######## block 1 ########
==> config.mk <==
export PLATFORM = sky130hd
export DESIGN_NAME = mux_scan
export DESIGN_NICKNAME = d
export VERILOG_FILES = /design/src/rtl/mux_pkg.sv /design/src/rtl/scan_counter.sv /design/src/rtl/mux_scan.sv
export SDC_FILE = /design/constraint.sdc
export NUM_CORES = 1
export LEC_CHECK = 0
export CAP_MARGIN = 20
export CORE_AREA = 4 4 41 43
export CTS_CLUSTER_SIZE = 25
export DETAILED_ROUTE_END_ITERATION = 7
export DIE_AREA = 0 0 45 47
export GPL_TIMING_DRIVEN = 0
export PLACE_DENSITY = 0.62
export SYNTH_ARGS = -nofsm -noshare
export SYNTH_HDL_FRONTEND = slang
export SYNTH_SLANG_ARGS = --single-unit
export TNS_END_PERCENT = 10
==> constraint.sdc <==
create_clock -name clk -period 2.7 [get_ports clk]
set_clock_uncertainty 0.1 [all_clocks]
set_input_delay 0.54 -clock clk [delete_from_list [all_inputs] [get_ports clk]]
set_output_delay 0.54 -clock clk [all_outputs]
set_load 0.005 [all_outputs]
==> src/rtl/mux_pkg.sv <==
// Shared definitions for the registered scan multiplexer.
package mux_pkg;

  localparam logic MODE_MANUAL = 1'b0;
  localparam logic MODE_SCAN   = 1'b1;

  // Select/pointer width for n channels, never narrower than one bit.
  function automatic int unsigned sel_width(input int unsigned n);
    return (n < 2) ? 1 : $clog2(n);
  endfunction

endpackage

==> src/rtl/scan_counter.sv <==
// Modulo-N wrap counter with enable and synchronous clear.
module scan_counter
  import mux_pkg::*;
#(
  parameter int unsigned N = 3,
  localparam int unsigned SW = sel_width(N)
) (
  input  logic          clk,
  input  logic          rst_n,
  input  logic          en,
  input  logic          clr,
  output logic [SW-1:0] cnt
);

  logic [SW-1:0] cnt_q, cnt_d;

  // Next count: clear wins over enable; wrap explicitly at N-1 so non-power-of-two N works.
  always_comb begin
    cnt_d = cnt_q;
    if (clr) begin
      cnt_d = '0;
    end else if (en) begin
      cnt_d = (cnt_q == SW'(N - 1)) ? '0 : cnt_q + SW'(1);
    end
  end

  // Counter state register.
  always_ff @(posedge clk or negedge rst_n) begin
    if (!rst_n) begin
      cnt_q <= '0;
    end else begin
      cnt_q <= cnt_d;
    end
  end

  assign cnt = cnt_q;

endmodule

==> src/rtl/mux_scan.sv <==
// N-channel registered multiplexer with manual/scan select and valid/ready output.
module mux_scan
  import mux_pkg::*;
#(
  parameter int unsigned N = 3,
  parameter int unsigned W = 1,
  localparam int unsigned SW = sel_width(N)
) (
  input  logic           clk,
  input  logic           rst_n,
  input  logic [N*W-1:0] din,
  input  logic [SW-1:0]  sel,
  input  logic           mode,
  input  logic           in_valid,
  output logic           in_ready,
  output logic [W-1:0]   dout,
  output logic [SW-1:0]  out_chan,
  output logic           out_valid,
  input  logic           out_ready,
  output logic           err,
  output logic [SW-1:0]  scan_ptr
);

  logic [W-1:0]  dout_q, dout_d;
  logic [SW-1:0] chan_q, chan_d;
  logic          valid_q, valid_d;
  logic          err_q, err_d;

  logic          accept;
  logic [SW-1:0] ch;
  logic          ch_ok;
  logic [W-1:0]  sel_data;
  logic [SW-1:0] ptr;

  assign in_ready = !valid_q || out_ready;
  assign accept   = in_valid && in_ready;
  assign ch       = (mode == MODE_SCAN) ? ptr : sel;
  assign ch_ok    = (32'(ch) < N);

  // Pointer only advances on accepted scan requests and is held at 0 in manual mode.
  scan_counter #(
    .N (N)
  ) u_scan_counter (
    .clk   (clk),
    .rst_n (rst_n),
    .en    (accept && (mode == MODE_SCAN)),
    .clr   (mode == MODE_MANUAL),
    .cnt   (ptr)
  );

  // Channel data selection; out-of-range channels yield zero and are never captured.
  always_comb begin
    sel_data = '0;
    for (int k = 0; k < N; k++) begin
      if (ch == SW'(k)) begin
        sel_data = din[k*W +: W];
      end
    end
  end

  // Capture / drop / drain decision for the output register.
  always_comb begin
    dout_d  = dout_q;
    chan_d  = chan_q;
    valid_d = valid_q;
    err_d   = 1'b0;
    if (accept && ch_ok) begin
      dout_d  = sel_data;
      chan_d  = ch;
      valid_d = 1'b1;
    end else if (accept) begin
      // Only reachable in manual mode: the scan pointer is always in range.
      err_d   = 1'b1;
      valid_d = valid_q && !out_ready;
    end else if (valid_q && out_ready) begin
      valid_d = 1'b0;
    end
  end

  // Output register; async reset discards any held sample.
  always_ff @(posedge clk or negedge rst_n) begin
    if (!rst_n) begin
      dout_q  <= '0;
      chan_q  <= '0;
      valid_q <= 1'b0;
      err_q   <= 1'b0;
    end else begin
      dout_q  <= dout_d;
      chan_q  <= chan_d;
      valid_q <= valid_d;
      err_q   <= err_d;
    end
  end

  assign dout      = dout_q;
  assign out_chan  = chan_q;
  assign out_valid = valid_q;
  assign err       = err_q;
  assign scan_ptr  = ptr;

endmodule

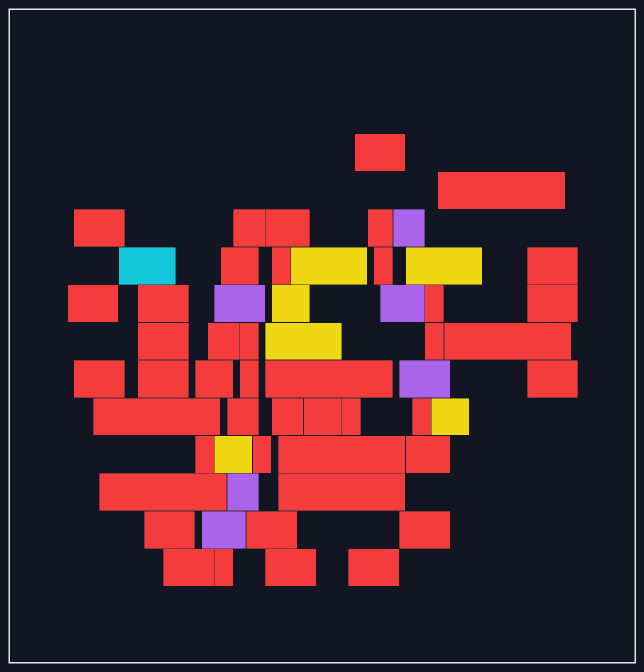
Fig. 1. Sizing map (block 1).
colour	size	cells	share
cyan	_6 and larger	1	1.8%
red	_0 and _1 cells	44	77%
yellow	_3 and _4 cells	6	11%
purple	_2 cells	6	11%
Layout Area Growth over Synthesis: 52.7%
worst-case setup margin in the final layout: 415 ps

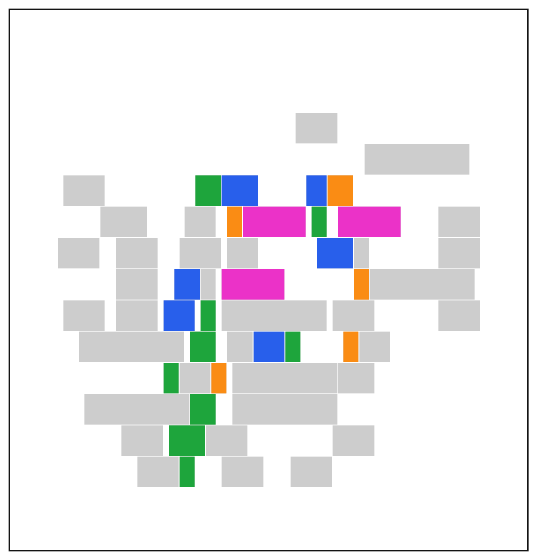
Fig. 2. Logic cells by family (block 1).
colour	family	cells
orange	nor cells	5
magenta	mux cells	3
blue	aoi and oai cells	6
green	nand cells	9

==> flow_summary.yaml <==
# yosys + openroad results
status:
  status: "finished clean"
detailed_routing:
  wl_um: 846
  drt_iter0_drc: 13
  highest-signal-layer: "met4"
  met3RoutedLength_um: 74
  met2RoutedLength_um: 362
sta:
  max_slew.worst_pin.slew_ps: 313
  worst_slew_margin_rel_pct: 79.1
floorplan:
  ioPinCount: 18
  fp_util_pct: 29.9
cells_and_area:
  top_cell_excl_fill_tap: "clkdlybuf4s50_1"
  design_area_um2: 594
  register_area_um2: 175
logic_synthesis:
  ys_chip_area_um2: 389
  synth-seq-area-share_pct: 45.0
  synth_warnings: 0
  synth_compound_gate_area_share_pct: 16.1
  edf_count: 0
  synth.mux.area_fraction_pct: 11.6
  syn-cell-area_um2: 389
  synth-cells-yosys: 37
  post_synth_num_cell_types: 21
  synthSimpleGateAreaFrac_pct: 23.5
  synth.top_cells.by_area: "dfrtp_1 45%, mux2_4 12%, nand2_1 4.8%"
  logic_family: "simple AND/OR/NAND/NOR gates"
  ys_flop_type: "dfrtp_1"
power:
  leakagePower_nw: 0.251
setup_path:
  crit_end: "in_ready"
  worst_path_dominant_cell_family: "buffers and inverters"
  r2r_path_start: "u_scan_counter.cnt[0]$_DFFE_PN0P_"
  cp-startpoint: "out_ready"
  critical_path_depth: 3
  critical_path.endpoint_type: "output port"
  required_time_of_the_worst_setup_path_ps: 2060
hold_path:
  hold_path.startpoint: "out_chan[1]$_DFFE_PN0P_"
  hold_path_cell_cnt: 1
grt:
  grt_overflow_total: 0
place:
  place.port_buffers: 16
  dpl-instance-area_um2: 568
clocking:
  tritoncts.num_buffers: 3
  post-cts-setup-buffers: 0
  cts_resized: 0
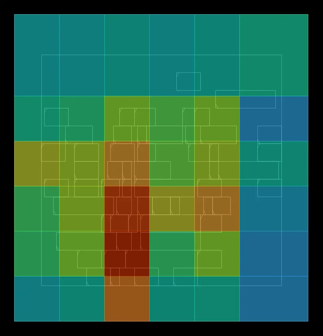
Fig. 3. Routing congestion (block 1).
routing usage on met3: 4.98%
overall global routing resource usage: 9.29%

## where the power goes
part | switching, mW | internal [mW] | leakage [nW]
sequential | 0.00904 | 0.118 | 0.0879
combinational | 0.0277 | 0.0558 | 0.148
clock | 0.0401 | 0.0565 | 0.0150
## final cells by class
| type | count | area share [%] |
|---|---|---|
| Multi-Input combinational cell | 28 | 33.5 |
| Inverter | 1 | 0.632 |
| Clock buffer | 4 | 4.42 |
| Sequential cell | 7 | 29.5 |
| Tap cell | 15 | 3.16 |
| Timing Repair Buffer | 16 | 26.9 |
| Buffer | 1 | 1.89 |

######## block 2 ########
Fig. 4: block 2, routing congestion
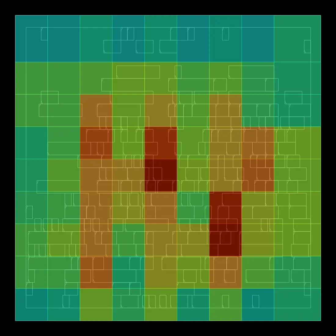
Fig. 5: block 2, sizing map
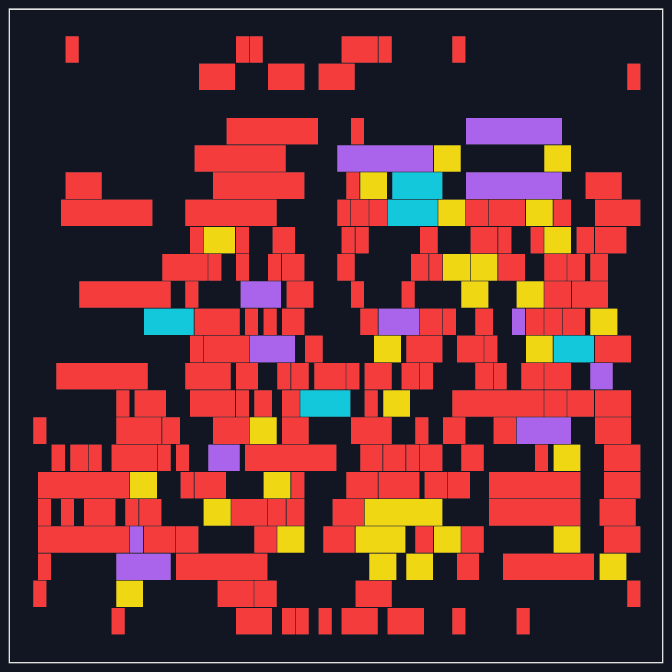
==> src/rtl/elevator_pkg.sv <==
// ============================================================================
//  Module      : elevator_pkg
//  Description : Shared types and defaults for the elevator request scheduler:
//                FSM state encoding, direction constants, floor-count defaults.
//  Revision    : 1.0 - initial release
// ============================================================================
`default_nettype none

package elevator_pkg;

  // Scheduler FSM states
  typedef enum logic [1:0] {
    IDLE      = 2'd0,
    MOVE_UP   = 2'd1,
    MOVE_DOWN = 2'd2,
    DOOR      = 2'd3
  } state_t;

  // Travel direction encoding carried on down_up_flag
  localparam logic DIR_UP   = 1'b1;
  localparam logic DIR_DOWN = 1'b0;

  // Default building geometry
  localparam int DEF_NUM_FLOORS = 4;
  localparam int DEF_FLOOR_W    = 2;

endpackage

`default_nettype wire

==> src/rtl/elevator_door_timer.sv <==
// ============================================================================
//  Module      : elevator_door_timer
//  Description : Door dwell counter. load (re)starts the count at DOOR_CYCLES,
//                dec counts down toward zero, done flags the final open cycle.
//  Revision    : 1.0 - initial release
// ============================================================================
`default_nettype none

module elevator_door_timer #(
  parameter int DOOR_CYCLES = 8
) (
  input  logic clk,
  input  logic rst_n,
  input  logic load,
  input  logic dec,
  output logic done
);

  localparam int CNT_W = $clog2(DOOR_CYCLES + 1);

  logic [CNT_W-1:0] count;

  // Load has priority so a same-floor request during dwell restarts the full time
  always_ff @(posedge clk or negedge rst_n) begin
    if (!rst_n) begin
      count <= '0;
    end else if (load) begin
      count <= CNT_W'(DOOR_CYCLES);
    end else if (dec && (count != '0)) begin
      count <= count - CNT_W'(1);
    end
  end

  // The cycle the count reads 1 is the last cycle the door is held open
  assign done = (count == CNT_W'(1));

endmodule

`default_nettype wire

==> src/rtl/elevator_request_scheduler.sv <==
// ============================================================================
//  Module      : elevator_request_scheduler
//  Description : SCAN elevator scheduler. Latches floor requests into a
//                pending bitmask, sequences motor/door, tracks the car floor
//                from shaft-sensor pulses and reports the next target floor.
//                Optional stop counter enabled by macro ELEV_TRIP_COUNT_EN.
//  Revision    : 1.0 - initial release
// ============================================================================
`default_nettype none

module elevator_request_scheduler
  import elevator_pkg::*;
#(
  parameter int NUM_FLOORS  = DEF_NUM_FLOORS,
  parameter int FLOOR_W     = DEF_FLOOR_W,
  parameter int DOOR_CYCLES = 8
) (
  input  logic                  clk,
  input  logic                  rst_n,
  input  logic                  req_valid,
  input  logic [2:0]            req_floor,
  output logic                  req_err,
  input  logic                  floor_arrive,
  output logic                  motor_up,
  output logic                  motor_down,
  output logic                  door_open,
  output logic [FLOOR_W-1:0]    actual_floor,
  output logic                  down_up_flag,
  output logic [2:0]            next_floor,
  output logic [NUM_FLOORS-1:0] pending,
  output logic                  busy,
  output logic [15:0]           trip_count
);

  localparam logic [FLOOR_W-1:0] TOP_FLOOR = FLOOR_W'(NUM_FLOORS - 1);

  state_t                  state;
  state_t                  state_nx;
  state_t                  dec_state;
  logic                    dec_up;
  logic                    dir_nx;
  logic [FLOOR_W-1:0]      floor_nx;
  logic [NUM_FLOORS-1:0]   set_mask;
  logic [NUM_FLOORS-1:0]   clr_mask;
  logic                    above;
  logic                    below;
  logic                    req_ok;
  logic [FLOOR_W-1:0]      req_idx;
  logic                    req_here;
  logic                    timer_load;
  logic                    timer_done;

  assign req_ok   = req_valid && (int'(req_floor) < NUM_FLOORS);
  assign req_idx  = req_floor[FLOOR_W-1:0];
  assign req_here = req_ok && (req_idx == actual_floor);

  elevator_door_timer #(
    .DOOR_CYCLES (DOOR_CYCLES)
  ) u_door_timer (
    .clk   (clk),
    .rst_n (rst_n),
    .load  (timer_load),
    .dec   (state == DOOR),
    .done  (timer_done)
  );

  // Are there pending requests strictly above / below the car?
  always_comb begin
    above = 1'b0;
    below = 1'b0;
    for (int i = 0; i < NUM_FLOORS; i++) begin
      if (pending[i] && (i > int'(actual_floor))) above = 1'b1;
      if (pending[i] && (i < int'(actual_floor))) below = 1'b1;
    end
  end

  // Nearest pending floor in the travel direction, else the current floor
  always_comb begin
    next_floor = 3'(actual_floor);
    if (down_up_flag == DIR_UP) begin
      for (int i = NUM_FLOORS - 1; i >= 0; i--) begin
        if (pending[i] && (i > int'(actual_floor))) next_floor = 3'(i);
      end
    end else begin
      for (int i = 0; i < NUM_FLOORS; i++) begin
        if (pending[i] && (i < int'(actual_floor))) next_floor = 3'(i);
      end
    end
  end

  // SCAN decision: keep the current direction while it still has work
  always_comb begin
    dec_state = IDLE;
    dec_up    = down_up_flag;
    if ((down_up_flag == DIR_UP) && above) begin
      dec_state = MOVE_UP;
    end else if (below) begin
      dec_state = MOVE_DOWN;
      dec_up    = DIR_DOWN;
    end else if (above) begin
      dec_state = MOVE_UP;
      dec_up    = DIR_UP;
    end
  end

  // Next-state, floor tracking and pending-mask updates
  always_comb begin
    state_nx   = state;
    dir_nx     = down_up_flag;
    floor_nx   = actual_floor;
    timer_load = 1'b0;
    set_mask   = '0;
    clr_mask   = '0;

    // A request for the floor the car is parked at opens/holds the door instead
    if (req_ok && !(req_here && ((state == IDLE) || (state == DOOR)))) begin
      set_mask[req_idx] = 1'b1;
    end

    case (state)
      IDLE: begin
        if (req_here) begin
          state_nx   = DOOR;
          timer_load = 1'b1;
        end else begin
          state_nx = dec_state;
          dir_nx   = dec_up;
        end
      end
      DOOR: begin
        if (req_here) begin
          timer_load = 1'b1;
        end else if (timer_done) begin
          state_nx = dec_state;
          dir_nx   = dec_up;
        end
      end
      MOVE_UP: begin
        if (floor_arrive) begin
          if (actual_floor != TOP_FLOOR) floor_nx = actual_floor + FLOOR_W'(1);
          // Stop on a pending floor, a request landing this very cycle, or the top end
          if ((actual_floor == TOP_FLOOR) || pending[floor_nx] ||
              (req_ok && (req_idx == floor_nx))) begin
            state_nx           = DOOR;
            timer_load         = 1'b1;
            clr_mask[floor_nx] = 1'b1;
          end
        end
      end
      MOVE_DOWN: begin
        if (floor_arrive) begin
          if (actual_floor != '0) floor_nx = actual_floor - FLOOR_W'(1);
          if ((actual_floor == '0) || pending[floor_nx] ||
              (req_ok && (req_idx == floor_nx))) begin
            state_nx           = DOOR;
            timer_load         = 1'b1;
            clr_mask[floor_nx] = 1'b1;
          end
        end
      end
      default: state_nx = IDLE;
    endcase
  end

  // State register with Moore outputs registered from the next state
  always_ff @(posedge clk or negedge rst_n) begin
    if (!rst_n) begin
      state        <= IDLE;
      pending      <= '0;
      actual_floor <= '0;
      down_up_flag <= DIR_UP;
      motor_up     <= 1'b0;
      motor_down   <= 1'b0;
      door_open    <= 1'b0;
      busy         <= 1'b0;
      req_err      <= 1'b0;
    end else begin
      state        <= state_nx;
      // Clearing wins, so a request merged with its own stop leaves the bit clear
      pending      <= (pending | set_mask) & ~clr_mask;
      actual_floor <= floor_nx;
      down_up_flag <= dir_nx;
      motor_up     <= (state_nx == MOVE_UP);
      motor_down   <= (state_nx == MOVE_DOWN);
      door_open    <= (state_nx == DOOR);
      busy         <= (state_nx != IDLE);
      req_err      <= req_valid && !req_ok;
    end
  end

`ifdef ELEV_TRIP_COUNT_EN
  // Count every fresh entry into DOOR, saturating at all-ones
  always_ff @(posedge clk or negedge rst_n) begin
    if (!rst_n) begin
      trip_count <= '0;
    end else if ((state_nx == DOOR) && (state != DOOR) && (trip_count != 16'hFFFF)) begin
      trip_count <= trip_count + 16'd1;
    end
  end
`else
  assign trip_count = 16'd0;
`endif

endmodule

`default_nettype wire

==> config.mk <==
export PLATFORM = sky130hd
export DESIGN_NAME = elevator_request_scheduler
export DESIGN_NICKNAME = d
export VERILOG_FILES = /design/src/rtl/elevator_pkg.sv /design/src/rtl/elevator_door_timer.sv /design/src/rtl/elevator_request_scheduler.sv
export SDC_FILE = /design/constraint.sdc
export NUM_CORES = 1
export LEC_CHECK = 0
export CAP_MARGIN = 20
export CORE_MARGIN = 2
export CORE_UTILIZATION = 39
export DETAILED_ROUTE_END_ITERATION = 10
export PLACE_DENSITY = 0.68
export REMOVE_ABC_BUFFERS = 1
export SLEW_MARGIN = 0
export SYNTH_ARGS = -nofsm -noshare
export SYNTH_HDL_FRONTEND = slang
export SYNTH_SLANG_ARGS = --single-unit
==> constraint.sdc <==
create_clock -name clk -period 2.05 [get_ports clk]
set_input_delay 0.3075 -clock clk [delete_from_list [all_inputs] [get_ports clk]]
set_output_delay 0.3075 -clock clk [all_outputs]
set_load 0.005 [all_outputs]
==> flow_summary.yaml <==
# yosys + openroad results
setup_path:
  critical_path_depth: 6
  path_cells: "buf_4 -> buf_4 -> a211oi_1 -> a311o_1 -> o21ai_0 -> dlygate4sd2_1"
  timing.reg2reg.setup_slack_ps: 90
  worst_path_dominant_cell_family: "buffers and inverters"
  r2r_cells: 7
  critPathLaunchType: "register"
  cp-startpoint: "actual_floor[0]$_DFFE_PN0P_"
  cp.arrival_ps: 1650
  crit_buf_inv: 3
  reg2reg_to: "u_door_timer.count[3]$_DFFE_PN0P_"
  crit_end: "next_floor[0]"
  max_stage_delay_ps: 430
  critical_path.endpoint_type: "output port"
floorplan:
  dieHeight_um: 65.2
  fp_util_pct: 40.2
  number_of_cell_rows: 22
  die_area_um2: 4250
clocking:
  numClockSinks: 18
  clock_tree.htree_level_count: 1
  clk_root_buffer_cell: "clkbuf_8"
  clock_tree_from_tritoncts: "yes"
  cts_resized: 4
  clk_pin_slew_ps: 70
  post-cts-setup-buffers: 3
logic_synthesis:
  synth_warnings: 0
  postSynthCellCount: 174
  xor_share_pct: 3.00
  numSynthFlops: 18
  yosysTopAreaCell: "dfrtp_1"
  synth.mux.area_fraction_pct: 0.686
  postSynthAreaPerCell_um2: 8.38
  post_synth_num_cell_types: 48
  synth_compound_gate_area_share_pct: 23.2
cells_and_area:
  dominant_cells: "multi-input combinational cells"
  flop-count: 18
  design_area_um2: 1890
  register_area_um2: 454
  post_route_cells_drive_above_1_share_pct: 21.3
  area.share.combinational_pct: 45.6
  final.clkbuf_count: 4
  n_fill_cell: 372
  num-nonclk-buffers: 47
  seq_share_pct: 24.1
sta:
  final.hold.worst_slack_ps: 380
  setup_viol: 0
  fin_crit_ps: 1960
  finalClockSkew_ps: 1.86
  fin_crit_sh_pct: 95.5
  finalWorstSetupSlack_ps: 91.3
  achievable-frequency_mhz: 511
  unrepaired_setup_endpoints_after_global_routing: "no"
power:
  maximum_vdd_drop_v: 0.000580
  share_seq_of_total_power_pct: 23.7
  power.clock.fraction_pct: 10.0
  comb_cell_power_mw: 1.98
flow_run:
  max_cap_violations: 0
place:
  dp_hpwl_mm: 2.45
detailed_routing:
  detail_route.first_pass.iterations: 4
  detail_route.drc_violations: 0
status:
  status: "finished clean"
grt:
  grt_max_degree: 19
  vias_in_the_first_global_route: 1206
About Fig. 4:
Routed WL per cell: 12.5 µm
met2 capacity usage during global routing: 27.9%
layer with the highest usage after global routing: met2
overall global routing resource usage: 16.6%
met1 track demand over resource: 20.3%

About Fig. 5:
colour	size	cells	share
purple	_2 cells	12	5.6%
yellow	_3 and _4 cells	29	13%
cyan	_6 and larger	5	2.3%
red	_0 and _1 cells	170	79%

## sequential cells by signal (all words and copies together), names as in the netlist
| signal | cells |
|---|---|
| pending | 4 |
| u_door_timer.count | 4 |
| actual_floor | 2 |
| state | 2 |
| busy | 1 |
| door_open | 1 |
| down_up_flag | 1 |
| motor_down | 1 |
| motor_up | 1 |
| req_err | 1 |
## metal layers
| metal | vias up | wire length, µm | GRT usage (%) |
|---|---|---|---|
| met5 | - | 0 | 0 |
| met2 | 27 | 1620 | 27.9 |
| met1 | 584 | 1500 | 20.3 |
| li1 | 659 | - | - |
| met4 | 0 | 56 | 6.77 |
| met3 | 7 | 114 | 4.28 |

######## block 3 ########
`src/rtl/log_to_linear_pipe_if.sv`:
```
`default_nettype none
// +------------------------------------------------------------------------+
// | log_to_linear_pipe_if                                                   |
// | Ready/valid bus for the log-to-linear converter (input and output side). |
// | Revision: 1.0                                                            |
// +------------------------------------------------------------------------+
interface log_to_linear_pipe_if #(
    parameter int EXP_WIDTH = 6,
    parameter int TAG_WIDTH = 4
);
    logic                 in_valid;
    logic                 in_ready;
    logic                 in_sign;
    logic                 in_zero;
    logic [EXP_WIDTH-1:0] in_exp;
    logic [7:0]           in_frac;
    logic [TAG_WIDTH-1:0] in_tag;

    logic                 out_valid;
    logic                 out_ready;
    logic                 out_sign;
    logic                 out_zero;
    logic [EXP_WIDTH-1:0] out_exp;
    logic [6:0]           out_mant;
    logic [TAG_WIDTH-1:0] out_tag;

    modport master (
        output in_valid, in_sign, in_zero, in_exp, in_frac, in_tag, out_ready,
        input  in_ready, out_valid, out_sign, out_zero, out_exp, out_mant, out_tag
    );

    modport slave (
        input  in_valid, in_sign, in_zero, in_exp, in_frac, in_tag, out_ready,
        output in_ready, out_valid, out_sign, out_zero, out_exp, out_mant, out_tag
    );
endinterface
`default_nettype wire

```
`src/rtl/log_to_linear_pipe.sv`:
```
`default_nettype none
// +------------------------------------------------------------------------+
// | log_to_linear_pipe                                                      |
// | Two-stage log2 -> linear converter: mant = round((2^(frac/256)-1)*128).  |
// | Revision: 1.0                                                            |
// +------------------------------------------------------------------------+
module log_to_linear_pipe #(
    parameter int EXP_WIDTH = 6,
    parameter int TAG_WIDTH = 4
) (
    input  wire                  clock,
    input  wire                  resetn,
    log_to_linear_pipe_if.slave  bus
);

    // Correction table: entry k = (k >> 1) - round((2^(k/256) - 1) * 128).
    // Rounding boundary t+0.5 lies below 2^(k/256)*128 iff k > floor(256*log2((257+2t)/256)),
    // so the exponent of x^256 is found by eight normalised squarings in Q30.
    function automatic logic [1023:0] build_corr_table();
        logic [1023:0]       tbl;
        logic [128:0][8:0]   e_tab;
        logic [63:0]         x;
        int                  e;
        int                  t;
        tbl = '0;
        for (int i = 0; i < 128; i++) begin
            x = 64'(257 + 2 * i) << 22;
            e = 0;
            for (int s = 0; s < 8; s++) begin
                x = (x * x) >> 30;
                e = 2 * e;
                if (x >= 64'h0000_0000_8000_0000) begin
                    x = x >> 1;
                    e = e + 1;
                end
            end
            e_tab[i] = 9'(e);
        end
        e_tab[128] = 9'd511;
        t = 0;
        for (int k = 0; k < 256; k++) begin
            while (int'(e_tab[t]) < k) t = t + 1;
            tbl[4 * k +: 4] = 4'((k >> 1) - t);
        end
        return tbl;
    endfunction

    localparam logic [1023:0] c_corr_table = build_corr_table();

    logic                 r_s1_valid;
    logic                 r_s1_sign;
    logic                 r_s1_zero;
    logic [EXP_WIDTH-1:0] r_s1_exp;
    logic [6:0]           r_s1_frac_hi;
    logic [3:0]           r_s1_corr;
    logic [TAG_WIDTH-1:0] r_s1_tag;

    logic                 r_s2_valid;
    logic                 r_s2_sign;
    logic                 r_s2_zero;
    logic [EXP_WIDTH-1:0] r_s2_exp;
    logic [6:0]           r_s2_mant;
    logic [TAG_WIDTH-1:0] r_s2_tag;

    logic                 w_s1_load;
    logic                 w_s2_load;
    logic [3:0]           w_corr;
    logic [6:0]           w_mant;

    assign w_s2_load = !r_s2_valid || bus.out_ready;
    assign w_s1_load = !r_s1_valid || w_s2_load;
    assign w_corr    = c_corr_table[{bus.in_frac, 2'b00} +: 4];
    assign w_mant    = r_s1_zero ? 7'd0 : (r_s1_frac_hi - {3'd0, r_s1_corr});

    always_ff @(posedge clock or negedge resetn) begin
        if (!resetn) begin
            r_s1_valid   <= 1'b0;
            r_s1_sign    <= 1'b0;
            r_s1_zero    <= 1'b0;
            r_s1_exp     <= '0;
            r_s1_frac_hi <= '0;
            r_s1_corr    <= '0;
            r_s1_tag     <= '0;
        end else if (w_s1_load) begin
            r_s1_valid <= bus.in_valid;
            if (bus.in_valid) begin
                r_s1_sign    <= bus.in_sign;
                r_s1_zero    <= bus.in_zero;
                r_s1_exp     <= bus.in_exp;
                r_s1_frac_hi <= bus.in_frac[7:1];
                r_s1_corr    <= w_corr;
                r_s1_tag     <= bus.in_tag;
            end
        end
    end

    always_ff @(posedge clock or negedge resetn) begin
        if (!resetn) begin
            r_s2_valid <= 1'b0;
            r_s2_sign  <= 1'b0;
            r_s2_zero  <= 1'b0;
            r_s2_exp   <= '0;
            r_s2_mant  <= '0;
            r_s2_tag   <= '0;
        end else if (w_s2_load) begin
            r_s2_valid <= r_s1_valid;
            if (r_s1_valid) begin
                r_s2_sign <= r_s1_sign;
                r_s2_zero <= r_s1_zero;
                r_s2_exp  <= r_s1_zero ? '0 : r_s1_exp;
                r_s2_mant <= w_mant;
                r_s2_tag  <= r_s1_tag;
            end
        end
    end

    assign bus.in_ready  = w_s1_load;
    assign bus.out_valid = r_s2_valid;
    assign bus.out_sign  = r_s2_sign;
    assign bus.out_zero  = r_s2_zero;
    assign bus.out_exp   = r_s2_exp;
    assign bus.out_mant  = r_s2_mant;
    assign bus.out_tag   = r_s2_tag;

endmodule
`default_nettype wire

```
`src/flat_wrapper.sv`:
```
// flat-port wrapper written by rule: the top's interface ports become plain ports
module log_to_linear_pipe_flat 
#(
    parameter int EXP_WIDTH = 6,
    parameter int TAG_WIDTH = 4
)
  (clock, resetn, bus_in_valid, bus_in_sign, bus_in_zero, bus_in_exp, bus_in_frac, bus_in_tag, bus_out_ready, bus_in_ready, bus_out_valid, bus_out_sign, bus_out_zero, bus_out_exp, bus_out_mant, bus_out_tag);
  log_to_linear_pipe_if #(.EXP_WIDTH(EXP_WIDTH), .TAG_WIDTH(TAG_WIDTH)) bus_i ();
  input  wire clock;
  input  wire resetn;
  input wire logic [$bits(bus_i.in_valid)-1:0] bus_in_valid;
  input wire logic [$bits(bus_i.in_sign)-1:0] bus_in_sign;
  input wire logic [$bits(bus_i.in_zero)-1:0] bus_in_zero;
  input wire logic [$bits(bus_i.in_exp)-1:0] bus_in_exp;
  input wire logic [$bits(bus_i.in_frac)-1:0] bus_in_frac;
  input wire logic [$bits(bus_i.in_tag)-1:0] bus_in_tag;
  input wire logic [$bits(bus_i.out_ready)-1:0] bus_out_ready;
  output wire logic [$bits(bus_i.in_ready)-1:0] bus_in_ready;
  output wire logic [$bits(bus_i.out_valid)-1:0] bus_out_valid;
  output wire logic [$bits(bus_i.out_sign)-1:0] bus_out_sign;
  output wire logic [$bits(bus_i.out_zero)-1:0] bus_out_zero;
  output wire logic [$bits(bus_i.out_exp)-1:0] bus_out_exp;
  output wire logic [$bits(bus_i.out_mant)-1:0] bus_out_mant;
  output wire logic [$bits(bus_i.out_tag)-1:0] bus_out_tag;
  assign bus_i.in_valid = bus_in_valid;
  assign bus_i.in_sign = bus_in_sign;
  assign bus_i.in_zero = bus_in_zero;
  assign bus_i.in_exp = bus_in_exp;
  assign bus_i.in_frac = bus_in_frac;
  assign bus_i.in_tag = bus_in_tag;
  assign bus_i.out_ready = bus_out_ready;
  assign bus_in_ready = bus_i.in_ready;
  assign bus_out_valid = bus_i.out_valid;
  assign bus_out_sign = bus_i.out_sign;
  assign bus_out_zero = bus_i.out_zero;
  assign bus_out_exp = bus_i.out_exp;
  assign bus_out_mant = bus_i.out_mant;
  assign bus_out_tag = bus_i.out_tag;
  log_to_linear_pipe #(.EXP_WIDTH(EXP_WIDTH), .TAG_WIDTH(TAG_WIDTH)) u_core (.clock(clock), .resetn(resetn), .bus(bus_i));
endmodule
```
`config.mk`:
```
export PLATFORM = sky130hd
export DESIGN_NAME = log_to_linear_pipe_flat
export DESIGN_NICKNAME = d
export VERILOG_FILES = /design/src/rtl/log_to_linear_pipe_if.sv /design/src/rtl/log_to_linear_pipe.sv /design/src/flat_wrapper.sv
export SDC_FILE = /design/constraint.sdc
export NUM_CORES = 1
export LEC_CHECK = 0
export CORE_ASPECT_RATIO = 0.9
export CORE_MARGIN = 1
export CORE_UTILIZATION = 42
export CTS_CLUSTER_DIAMETER = 40
export DETAILED_ROUTE_END_ITERATION = 12
export GPL_TIMING_DRIVEN = 0
export PLACE_DENSITY_LB_ADDON = 0.3
export SYNTH_ARGS = -nofsm -noshare
export SYNTH_HDL_FRONTEND = slang
export SYNTH_SLANG_ARGS = --single-unit
```
`constraint.sdc`:
```
create_clock -name clock -period 2.2 [get_ports clock]
set_input_delay 0.33 -clock clock [delete_from_list [all_inputs] [get_ports clock]]
set_output_delay 0.33 -clock clock [all_outputs]
set_load 0.05 [all_outputs]
```
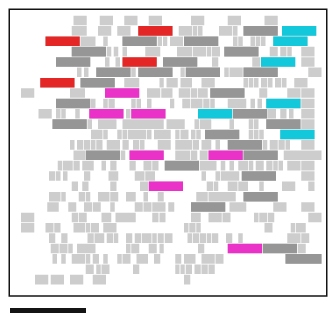
Fig. 6. Sequential cells grouped by signal name (block 3).
Scale bar: 20 µm. Other sequential cells in the stronger grey, the rest of the logic in the fainter grey.
colour	netlist name	sequential cells
red	u_core.bus.out_tag	4
cyan	u_core.bus.out_exp	6
magenta	u_core.r_s1_frac_hi	7
not coloured	27

==> flow_summary.yaml <==
# yosys + openroad results
power:
  leakagePower_nw: 1.36
  power_switching_share_pct: 38.0
  power.clock.fraction_pct: 23.2
logic_synthesis:
  postSynthCellCount: 289
  synth-seq-area-share_pct: 44.5
  xor_share_pct: 1.06
  syn-cell-area_um2: 2480
  edf_count: 0
  logic_family: "simple AND/OR/NAND/NOR gates"
  synth-cells-yosys: 289
  synthSimpleGateAreaFrac_pct: 23.5
  synth_dominant_cell_count: "nand2_1"
  numSynthFlops: 44
  ys_flop_type: "dfrtp_1"
  yosysTopAreaCell: "dfrtp_1"
  synth_warnings: 0
setup_path:
  r2r_path_start: "u_core.r_s1_frac_hi[0]$_DFFE_PN0P_"
  path_cells: "clkdlybuf4s50_1 -> nand3b_1 -> clkdlybuf4s50_1"
  max_stage_delay_ps: 830
  required_time_of_the_worst_setup_path_ps: 1870
  timing.reg2reg.setup_slack_ps: 290
  cp.arrival_ps: 1790
  critPathLaunchType: "input pin"
detailed_routing:
  wirelength_met1_mm: 3.13
  avgViaCountPerCell: 5.46
  number_of_vias_in_the_routed_layout: 2245
  highest-signal-layer: "met4"
  postRouteAntennaNets: 0
  drt_iter0_drc: 156
  detail_route.drc_violations: 0
cells_and_area:
  top_cell_excl_fill_tap: "nand2_1"
  logic_area_um2: 1240
  layout.core_utilization_pct: 55.0
  instances_no_fill: 411
  n_fill_cell: 528
sta:
  hold_viol: 0
  final.setup.tns_ps: 0
  fin_crit_sh_pct: 96.4
  finalWorstSetupSlack_ps: 78.1
  max_slew.worst_pin.slew_ps: 538
  final-max-slew-violation-count: 0
floorplan:
  core_area_um2: 5690
  die-width_um: 82.9
  ioPinCount: 45
  die_area_um2: 6210
clocking:
  tritoncts.num_buffers: 5
  max-clock-path-buffers: 2
  numClockSinks: 44
grt:
  global_route.usage.met1_pct: 31.9
  grt.met3_usage_pct: 3.62
  vias_in_the_first_global_route: 2077
  global_route.usage.total_pct: 21.1
  grt_antenna_before_repair: 0
  grt_max_degree: 25
flow_run:
  max_cap_violations: 0
status:
  status: "finished clean"
place:
  placed_cells_incl_taps: 403
layout make-up:
class                           instances  area share, %
Clock buffer                            5           2.20
Tap cell                               70           2.80
Inverter                               12           1.44
Sequential cell                        44           35.2
Clock inverter                          3           1.48
Timing Repair Buffer                   44           14.5
Buffer                                 21           2.92
Multi-Input combinational cell        212           39.5
power by group through the flow:
stage | Clock [mW] | Combinational [mW] | Sequential (mW)
finish | 0.632 | 1.05 | 1.05
global route | 0.674 | 1.13 | 1.07
CTS | 0.644 | 1.05 | 1.05
detailed placement | 0 | 1.05 | 1.06
global placement | 0 | 1.03 | 1.06
floorplan | 0 | 0.372 | 1.37

######## block 4 ########
[src/rtl/writeback_arbiter.sv]
// Writeback arbiter: merges a 1-entry ALU holding register and an LD_DEPTH load FIFO onto the
// register-file write port. Optional forwarding ports are enabled with `define WB_FORWARD_EN.
`timescale 1ns/1ps

`ifndef DATA_WIDTH
`define DATA_WIDTH 32
`endif
`ifndef REGADDR_WIDTH
`define REGADDR_WIDTH 5
`endif

module writeback_arbiter #(
  parameter int DATA_W   = `DATA_WIDTH,
  parameter int ADDR_W   = `REGADDR_WIDTH,
  parameter int LD_DEPTH = 4
) (
  input  logic                       clk,
  input  logic                       reset,
  input  logic                       alu_valid,
  output logic                       alu_ready,
  input  logic [ADDR_W-1:0]          alu_rd,
  input  logic [DATA_W-1:0]          alu_data,
  input  logic                       ld_valid,
  output logic                       ld_ready,
  input  logic [ADDR_W-1:0]          ld_rd,
  input  logic [DATA_W-1:0]          ld_data,
  output logic                       rf_writeEnable,
  output logic [ADDR_W-1:0]          rf_writeSelect,
  output logic [DATA_W-1:0]          rf_dataIn,
  output logic [31:0]                pend_mask,
  output logic [$clog2(LD_DEPTH):0]  ld_count
`ifdef WB_FORWARD_EN
  ,
  input  logic [ADDR_W-1:0]          fwdA_select,
  input  logic [ADDR_W-1:0]          fwdB_select,
  output logic                       fwdA_hit,
  output logic [DATA_W-1:0]          fwdA_data,
  output logic                       fwdB_hit,
  output logic [DATA_W-1:0]          fwdB_data
`endif
);

  localparam int PTR_W = $clog2(LD_DEPTH);
  localparam int CNT_W = PTR_W + 1;
  localparam logic [CNT_W-1:0] FULL_CNT = CNT_W'(LD_DEPTH);

  logic              alu_hold_v;
  logic [ADDR_W-1:0] alu_hold_rd;
  logic [DATA_W-1:0] alu_hold_data;

  logic [ADDR_W-1:0] ld_rd_mem   [LD_DEPTH];
  logic [DATA_W-1:0] ld_data_mem [LD_DEPTH];
  logic [PTR_W-1:0]  wr_ptr;
  logic [PTR_W-1:0]  rd_ptr;
  logic              rr;

  logic ld_head_v;
  logic grant_alu;
  logic grant_ld;
  logic alu_push;
  logic ld_push;

  // Grant depends only on registered state, so ready never loops back through valid.
  always_comb begin
    ld_head_v = (ld_count != '0);
    grant_alu = alu_hold_v && (!ld_head_v || !rr);
    grant_ld  = ld_head_v && (!alu_hold_v || rr);
  end

  assign alu_ready = !alu_hold_v || grant_alu;
  assign ld_ready  = (ld_count < FULL_CNT) || grant_ld;
  // rd==0 completes the handshake but is never stored.
  assign alu_push  = alu_valid && alu_ready && (alu_rd != '0);
  assign ld_push   = ld_valid && ld_ready && (ld_rd != '0);

  // NOTE: sequential state uses non-blocking assignments so every register samples pre-edge values.
  always_ff @(posedge clk or posedge reset) begin
    if (reset) begin
      alu_hold_v    <= 1'b0;
      alu_hold_rd   <= '0;
      alu_hold_data <= '0;
    end else if (alu_push) begin
      alu_hold_v    <= 1'b1;
      alu_hold_rd   <= alu_rd;
      alu_hold_data <= alu_data;
    end else if (grant_alu) begin
      alu_hold_v    <= 1'b0;
    end
  end

  // NOTE: FIFO storage has no reset; ld_count alone decides which entries are meaningful.
  always_ff @(posedge clk) begin
    if (ld_push) begin
      ld_rd_mem[wr_ptr]   <= ld_rd;
      ld_data_mem[wr_ptr] <= ld_data;
    end
  end

  always_ff @(posedge clk or posedge reset) begin
    if (reset) begin
      wr_ptr   <= '0;
      rd_ptr   <= '0;
      ld_count <= '0;
    end else begin
      if (ld_push)  wr_ptr <= wr_ptr + 1'b1;
      if (grant_ld) rd_ptr <= rd_ptr + 1'b1;
      case ({ld_push, grant_ld})
        2'b10:   ld_count <= ld_count + 1'b1;
        2'b01:   ld_count <= ld_count - 1'b1;
        default: ld_count <= ld_count;
      endcase
    end
  end

  // Round-robin pointer moves to the loser only when both sources competed.
  always_ff @(posedge clk or posedge reset) begin
    if (reset) begin
      rr <= 1'b0;
    end else if (grant_alu && ld_head_v) begin
      rr <= 1'b1;
    end else if (grant_ld && alu_hold_v) begin
      rr <= 1'b0;
    end
  end

  always_ff @(posedge clk or posedge reset) begin
    if (reset) begin
      rf_writeEnable <= 1'b0;
      rf_writeSelect <= '0;
      rf_dataIn      <= '0;
    end else if (grant_alu) begin
      rf_writeEnable <= 1'b1;
      rf_writeSelect <= alu_hold_rd;
      rf_dataIn      <= alu_hold_data;
    end else if (grant_ld) begin
      rf_writeEnable <= 1'b1;
      rf_writeSelect <= ld_rd_mem[rd_ptr];
      rf_dataIn      <= ld_data_mem[rd_ptr];
    end else begin
      rf_writeEnable <= 1'b0;
    end
  end

  // NOTE: the default assignment first keeps this combinational block free of latches.
  always_comb begin
    pend_mask = '0;
    if (alu_hold_v) pend_mask[alu_hold_rd] = 1'b1;
    for (int i = 0; i < LD_DEPTH; i++) begin
      if (CNT_W'(i) < ld_count) pend_mask[ld_rd_mem[rd_ptr + PTR_W'(i)]] = 1'b1;
    end
    if (rf_writeEnable) pend_mask[rf_writeSelect] = 1'b1;
    pend_mask[0] = 1'b0;
  end

`ifdef WB_FORWARD_EN
  // Covers the write sitting on rf_* that the register file read ports cannot see yet.
  assign fwdA_hit  = rf_writeEnable && (rf_writeSelect == fwdA_select) && (fwdA_select != '0);
  assign fwdA_data = fwdA_hit ? rf_dataIn : '0;
  assign fwdB_hit  = rf_writeEnable && (rf_writeSelect == fwdB_select) && (fwdB_select != '0);
  assign fwdB_data = fwdB_hit ? rf_dataIn : '0;
`endif

endmodule

[config.mk]
export PLATFORM = sky130hd
export DESIGN_NAME = writeback_arbiter
export DESIGN_NICKNAME = d
export VERILOG_FILES = /design/src/rtl/writeback_arbiter.sv
export SDC_FILE = /design/constraint.sdc
export NUM_CORES = 1
export LEC_CHECK = 0
export CAP_MARGIN = 20
export CORE_MARGIN = 10
export CORE_UTILIZATION = 52
export CTS_CLUSTER_DIAMETER = 150
export DETAILED_ROUTE_END_ITERATION = 8
export GPL_TIMING_DRIVEN = 0
export PLACE_DENSITY = 0.76
export SYNTH_ARGS = -nofsm -noshare
export SYNTH_HDL_FRONTEND = slang
export SYNTH_SLANG_ARGS = --single-unit
export TNS_END_PERCENT = 20
[constraint.sdc]
create_clock -name clk -period 2.9 [get_ports clk]
set_input_delay 0.435 -clock clk [delete_from_list [all_inputs] [get_ports clk]]
set_output_delay 0.435 -clock clk [all_outputs]
set_load 0.02 [all_outputs]
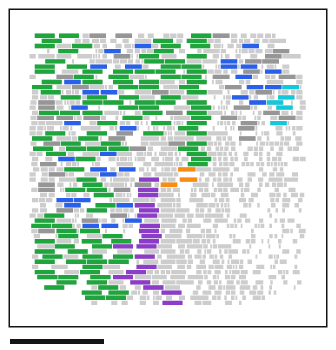
Fig. 7. Sequential cells grouped by signal name (block 4).
Scale bar: 50 µm. Other sequential cells in the stronger grey, the rest of the logic in the fainter grey.
colour	netlist name	sequential cells
orange	ld_count	3
purple	ld_rd_mem	20
blue	rf_dataIn	32
cyan	alu_hold_rd	5
green	ld_data_mem	128
not coloured	44

==> flow_summary.yaml <==
# yosys + openroad results
status:
  status: "finished, violations left"
  violations: "negative setup slack"
detailed_routing:
  avgViaCountPerCell: 6.25
  detail_route.drc_violations: 0
  met2RoutedLength_mm: 17.0
  wl_mm: 34.1
floorplan:
  dieHeight_um: 167
  core_area_um2: 21200
cells_and_area:
  bufAreaShareNonClock_pct: 16.3
  layout.core_utilization_pct: 70.8
  top_cell_excl_fill_tap: "edfxtp_1"
sta:
  setup_viol: 31
  hold_viol: 0
  finalWorstSetupSlack_ps: -440
  final.hold.worst_slack_ps: 294
logic_synthesis:
  syn-cell-area_um2: 11300
  edf_count: 148
  synth-seq-area-share_pct: 58.0
  numSynthFlops: 232
  ys_async_rst_share_pct: 36.2
flow_run:
  max_cap_violations: 0
grt:
  globalRoute.busiestLayer: "met2"
setup_path:
  worst_path_dominant_cell_family: "multiplexers"
  crit_end: "pend_mask[25]"
  crit_fanout: 7
  path_cells: "buf_6 -> buf_12 -> mux4_2 -> or4b_4 -> o22a_1 -> o211ai_1 -> buf_4"
  reg2reg_to: "alu_hold_data[12]$_DFFE_PP0P_"
power:
  net_switching_mw: 7.76
-- power groups by stage --
stage | logic [mW] | clock network, mW | registers (mW)
2_1_floorplan | 5.48 | 0 | 5.35
3_3_place_gp | 8.92 | 0 | 5.17
3_5_place_dp | 9.13 | 0 | 5.17
4_1_cts | 10.2 | 2.99 | 5.14
5_1_grt | 11.5 | 3.13 | 5.24
6_report | 10.8 | 2.96 | 5.14
-- timing repair --
| item | in CTS | in global routing |
|---|---|---|
| setup buffers | 43 | 14 |
| gates cloned | 2 | 1 |
| endpoints found under the setup margin | 120 | 89 |
| resized | 224 | 53 |
| pin swaps | 19 | 17 |

######## block 5 ########
Fig. 8: block 5, sequential cells grouped by signal name
Scale bar: 50 µm. Other sequential cells in the stronger grey, the rest of the logic in the fainter grey.
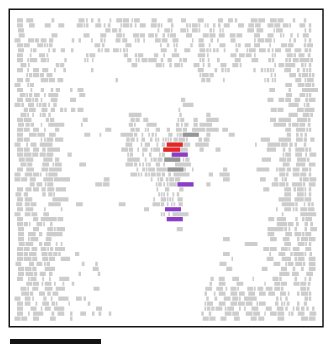
Fig. 9: block 5, logic cells by family
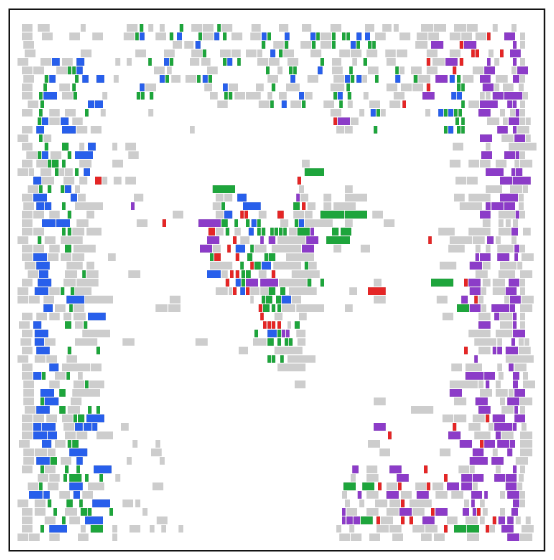
<file path="config.mk">
export PLATFORM = sky130hd
export DESIGN_NAME = mem_arbiter
export DESIGN_NICKNAME = d
export VERILOG_FILES = /design/src/rtl/cpu_types_pkg.sv /design/src/rtl/rr_picker.sv /design/src/rtl/mem_arbiter.sv
export SDC_FILE = /design/constraint.sdc
export NUM_CORES = 1
export LEC_CHECK = 0
export ABC_AREA = 1
export ABC_CLOCK_PERIOD_IN_PS = 2000
export CAP_MARGIN = 10
export CORE_AREA = 2 2 169 171
export DETAILED_ROUTE_END_ITERATION = 6
export DIE_AREA = 0 0 171 173
export GPL_TIMING_DRIVEN = 0
export PLACE_DENSITY = 0.51
export SLEW_MARGIN = 20
export SYNTH_ARGS = -nofsm -noshare
export SYNTH_HDL_FRONTEND = slang
export SYNTH_HIERARCHICAL = 1
export SYNTH_SLANG_ARGS = --single-unit
</file>
<file path="constraint.sdc">
create_clock -name CLK -period 2 [get_ports CLK]
set_input_delay 0.2 -clock CLK [delete_from_list [all_inputs] [get_ports CLK]]
set_output_delay 0.2 -clock CLK [all_outputs]
set_load 0.01 [all_outputs]
</file>
<file path="src/rtl/cpu_types_pkg.sv">
// cpu_types_pkg: shared word, RAM state and arbitration grant types for the memory subsystem
package cpu_types_pkg;
    typedef logic [31:0] word_t;
    typedef enum logic [1:0] {FREE, BUSY, ACCESS, ERROR} ramstate_t;
    typedef enum logic [1:0] {I, DR, DW} arb_kind_t;
endpackage

</file>
<file path="src/rtl/rr_picker.sv">
// rr_picker: combinational round-robin select of the first set request at or after start
module rr_picker #(
    parameter int N  = 2,
    parameter int IW = N > 1 ? $clog2(N) : 1
) (
    input  logic [N-1:0]  req,
    input  logic [IW-1:0] start,
    output logic          valid,
    output logic [IW-1:0] idx
);
    logic [IW-1:0] k;
    // scan from the far end so the candidate closest to start is written last and wins
    always_comb begin
        valid = |req;
        idx = '0;
        k = '0;
        for (int i = N - 1; i >= 0; i--) begin
            k = IW'((int'(start) + i) % N);
            if (req[k]) idx = k;
        end
    end
endmodule

</file>
<file path="src/rtl/mem_arbiter.sv">
// mem_arbiter: arbitrates every CPU's icache/dcache requests onto one RAM port, one access at a time
module mem_arbiter
    import cpu_types_pkg::*;
#(
    parameter int CPUS    = 2,
    parameter int MAXWAIT = 8
) (
    input  logic              CLK,
    input  logic              nRST,
    input  logic [CPUS-1:0]   iREN,
    input  logic [CPUS-1:0]   dREN,
    input  logic [CPUS-1:0]   dWEN,
    input  logic [CPUS*32-1:0] iaddr,
    input  logic [CPUS*32-1:0] daddr,
    input  logic [CPUS*32-1:0] dstore,
    output logic [CPUS-1:0]   iwait,
    output logic [CPUS-1:0]   dwait,
    output logic [CPUS*32-1:0] iload,
    output logic [CPUS*32-1:0] dload,
    output logic              ramREN,
    output logic              ramWEN,
    output word_t             ramaddr,
    output word_t             ramstore,
    input  word_t             ramload,
    input  ramstate_t         ramstate
);
    localparam int CW = CPUS > 1 ? $clog2(CPUS) : 1;
    localparam int SW = $clog2(MAXWAIT + 1);

    typedef enum logic {IDLE, SERVE} arb_state_t;

    arb_state_t              state_q, state_d;
    arb_kind_t               kind_q, kind_d;
    logic [CW-1:0]           cpu_q, cpu_d, rr_q, rr_d;
    logic [CPUS-1:0][SW-1:0] starve_q, starve_d;
    logic [CPUS-1:0]         starving;
    logic                    va, vb, vc, live;
    logic [CW-1:0]           ia, ib, ic;

    for (genvar s = 0; s < CPUS; s++) begin : g_starve
        assign starving[s] = iREN[s] && starve_q[s] == SW'(MAXWAIT);
    end

    rr_picker #(.N(CPUS), .IW(CW)) u_pick_a (.req(starving),    .start(rr_q), .valid(va), .idx(ia));
    rr_picker #(.N(CPUS), .IW(CW)) u_pick_b (.req(dREN | dWEN), .start(rr_q), .valid(vb), .idx(ib));
    rr_picker #(.N(CPUS), .IW(CW)) u_pick_c (.req(iREN),        .start(rr_q), .valid(vc), .idx(ic));

    // the granted request must still be asserted, otherwise the access is abandoned
    assign live = kind_q == I ? iREN[cpu_q] : kind_q == DW ? dWEN[cpu_q] : dREN[cpu_q];

    always_ff @(posedge CLK or negedge nRST) begin
        if (!nRST) begin
            state_q  <= IDLE;
            kind_q   <= I;
            cpu_q    <= '0;
            rr_q     <= '0;
            starve_q <= '0;
        end else begin
            state_q  <= state_d;
            kind_q   <= kind_d;
            cpu_q    <= cpu_d;
            rr_q     <= rr_d;
            starve_q <= starve_d;
        end
    end

    always_comb begin
        state_d = state_q;
        kind_d  = kind_q;
        cpu_d   = cpu_q;
        rr_d    = rr_q;
        if (state_q == IDLE) begin
            if (va || vb || vc) begin
                state_d = SERVE;
                cpu_d   = va ? ia : vb ? ib : ic;
                kind_d  = va || !vb ? I : dWEN[ib] ? DW : DR;
            end
        end else if (!live || ramstate == ACCESS) begin
            state_d = IDLE;
            rr_d    = live ? CW'((int'(cpu_q) + 1) % CPUS) : rr_q;
        end
    end

    always_comb begin
        starve_d = starve_q;
        for (int c = 0; c < CPUS; c++) begin
            if (!iREN[CW'(c)])
                starve_d[CW'(c)] = '0;
            else if (state_q == IDLE)
                starve_d[CW'(c)] = cpu_d == CW'(c) && kind_d == I ? '0 :
                                   starve_q[CW'(c)] == SW'(MAXWAIT) ? starve_q[CW'(c)] :
                                   starve_q[CW'(c)] + SW'(1);
        end
    end

    always_comb begin
        iwait    = '1;
        dwait    = '1;
        iload    = '0;
        dload    = '0;
        ramREN   = 1'b0;
        ramWEN   = 1'b0;
        ramaddr  = '0;
        ramstore = '0;
        if (state_q == SERVE) begin
            ramaddr  = kind_q == I ? iaddr[32*int'(cpu_q) +: 32] : daddr[32*int'(cpu_q) +: 32];
            ramstore = kind_q == DW ? dstore[32*int'(cpu_q) +: 32] : '0;
            ramREN   = live && kind_q != DW;
            ramWEN   = live && kind_q == DW;
            if (live && ramstate == ACCESS) begin
                if (kind_q == I) begin
                    iwait[cpu_q] = 1'b0;
                    iload[32*int'(cpu_q) +: 32] = ramload;
                end else begin
                    dwait[cpu_q] = 1'b0;
                    if (kind_q == DR) dload[32*int'(cpu_q) +: 32] = ramload;
                end
            end
        end
    end
endmodule

</file>
==> flow_summary.yaml <==
# yosys + openroad results
logic_synthesis:
  ys_flop_type: "dfrtp_1"
  synth-adder-area-share_pct: 0.886
  synth.top_cells.by_area: "nand2_1 24%, nor2_1 12%, nor3_1 9.4%"
  ys_async_rst_share_pct: 100
  synth_warnings: 6
  synth.mux.area_fraction_pct: 0
  synth-cells-yosys: 564
cells_and_area:
  bufAreaShareNonClock_pct: 55.3
  instances_no_fill: 1458
  dominant_cells: "buffers"
  flop-count: 9
  layout.core_utilization_pct: 34.0
  areaGrowthSynthToFinish_pct: 233
  clkCellAreaFrac_pct: 0.839
  multi_input_comb_cells: 454
  top_cell_excl_fill_tap: "clkdlybuf4s50_1"
status:
  violations: "negative setup slack"
  status: "finished, violations left"
sta:
  fin_crit_ps: 2260
  fin_crit_sh_pct: 113
  finalWorstSetupSlack_ps: -263
  setup_viol: 158
detailed_routing:
  drt_iter0_drc: 208
  detail_route.drc_violations: 0
  highest-signal-layer: "met5"
power:
  power_leader: "combinational cells"
  net_switching_mw: 4.83
  maximum_vdd_drop_v: 0.000629
  power.clock.fraction_pct: 3.8
  power_share_of_the_combinational_group_pct: 92.8
  share_seq_of_total_power_pct: 3.4
  leakagePower_nw: 4.24
place:
  dp_hpwl_mm: 21.5
  dpl-instance-area_um2: 7620
  placement.setup.worst_slack_ps: -902
hold_path:
  holdCritPathClass: "in2async"
floorplan:
  nWellTaps: 378
  core_area_um2: 27600
  die_area_um2: 29600
  dieHeight_um: 173
setup_path:
  crit_slowest_cell: "dfrtp_1"
  required_time_of_the_worst_setup_path_ps: 1800
  max_stage_delay_ps: 410
  cp.arrival_ps: 2060
grt:
  grt.met3_usage_pct: 3.75
flow_run:
  max_cap_violations: 0
  tool_warnings: 29
clocking:
  clk_root_buffer_cell: "clkbuf_16"
  max-clock-path-buffers: 2
About Fig. 8:
colour	netlist name	sequential cells
purple	starve_q	4
red	kind_q	2
not coloured	3

About Fig. 9:
colour	family	cells
blue	aoi and oai cells	107
red	inv cells	59
green	nand cells	194
purple	nor cells	143

flip-flops by register name, summed over array words and instances (netlist names):
| signal | cells |
|---|---|
| kind_q | 2 |
| cpu_q | 1 |
| starve_q | 4 |
| rr_q | 1 |
| state_q | 1 |
critical path: cells and delay by family (launching register included):
| kind | cells | cell delay [ps] |
|---|---|---|
| buf+inv | 6 | 730 |
| flops | 1 | 410 |
| simple gates | 5 | 380 |
| compound gates | 1 | 290 |


## Gallery

Metal layers overlaid.
Two of the layers only.
shot_01.png
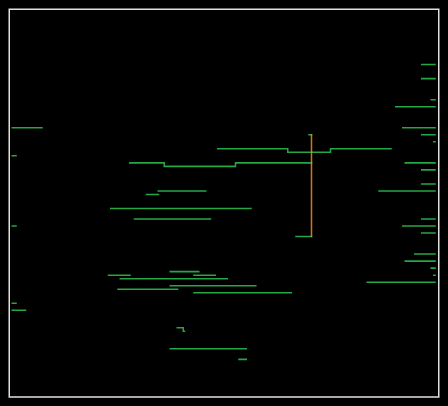
shot_02.png
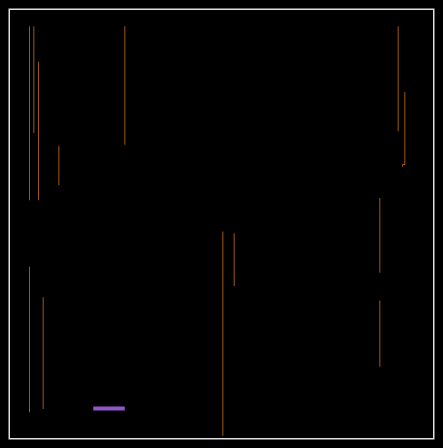
shot_03.png
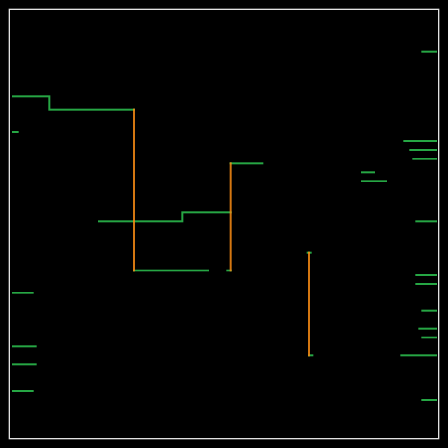
shot_04.png
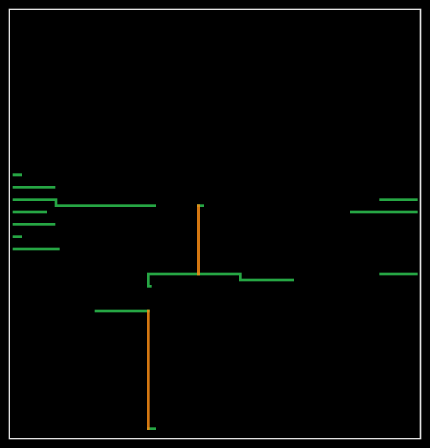
shot_05.png
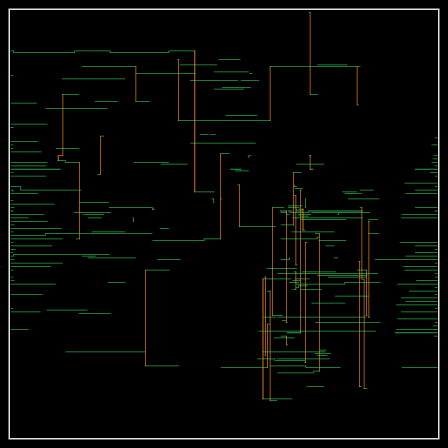
shot_03.png: block 2
shot_02.png: block 5
shot_04.png: block 1
shot_05.png: block 4
shot_01.png: block 3
The one with the least wire is shot_04.png.

No activity file was given, so power comes from the tool's default toggle rates.
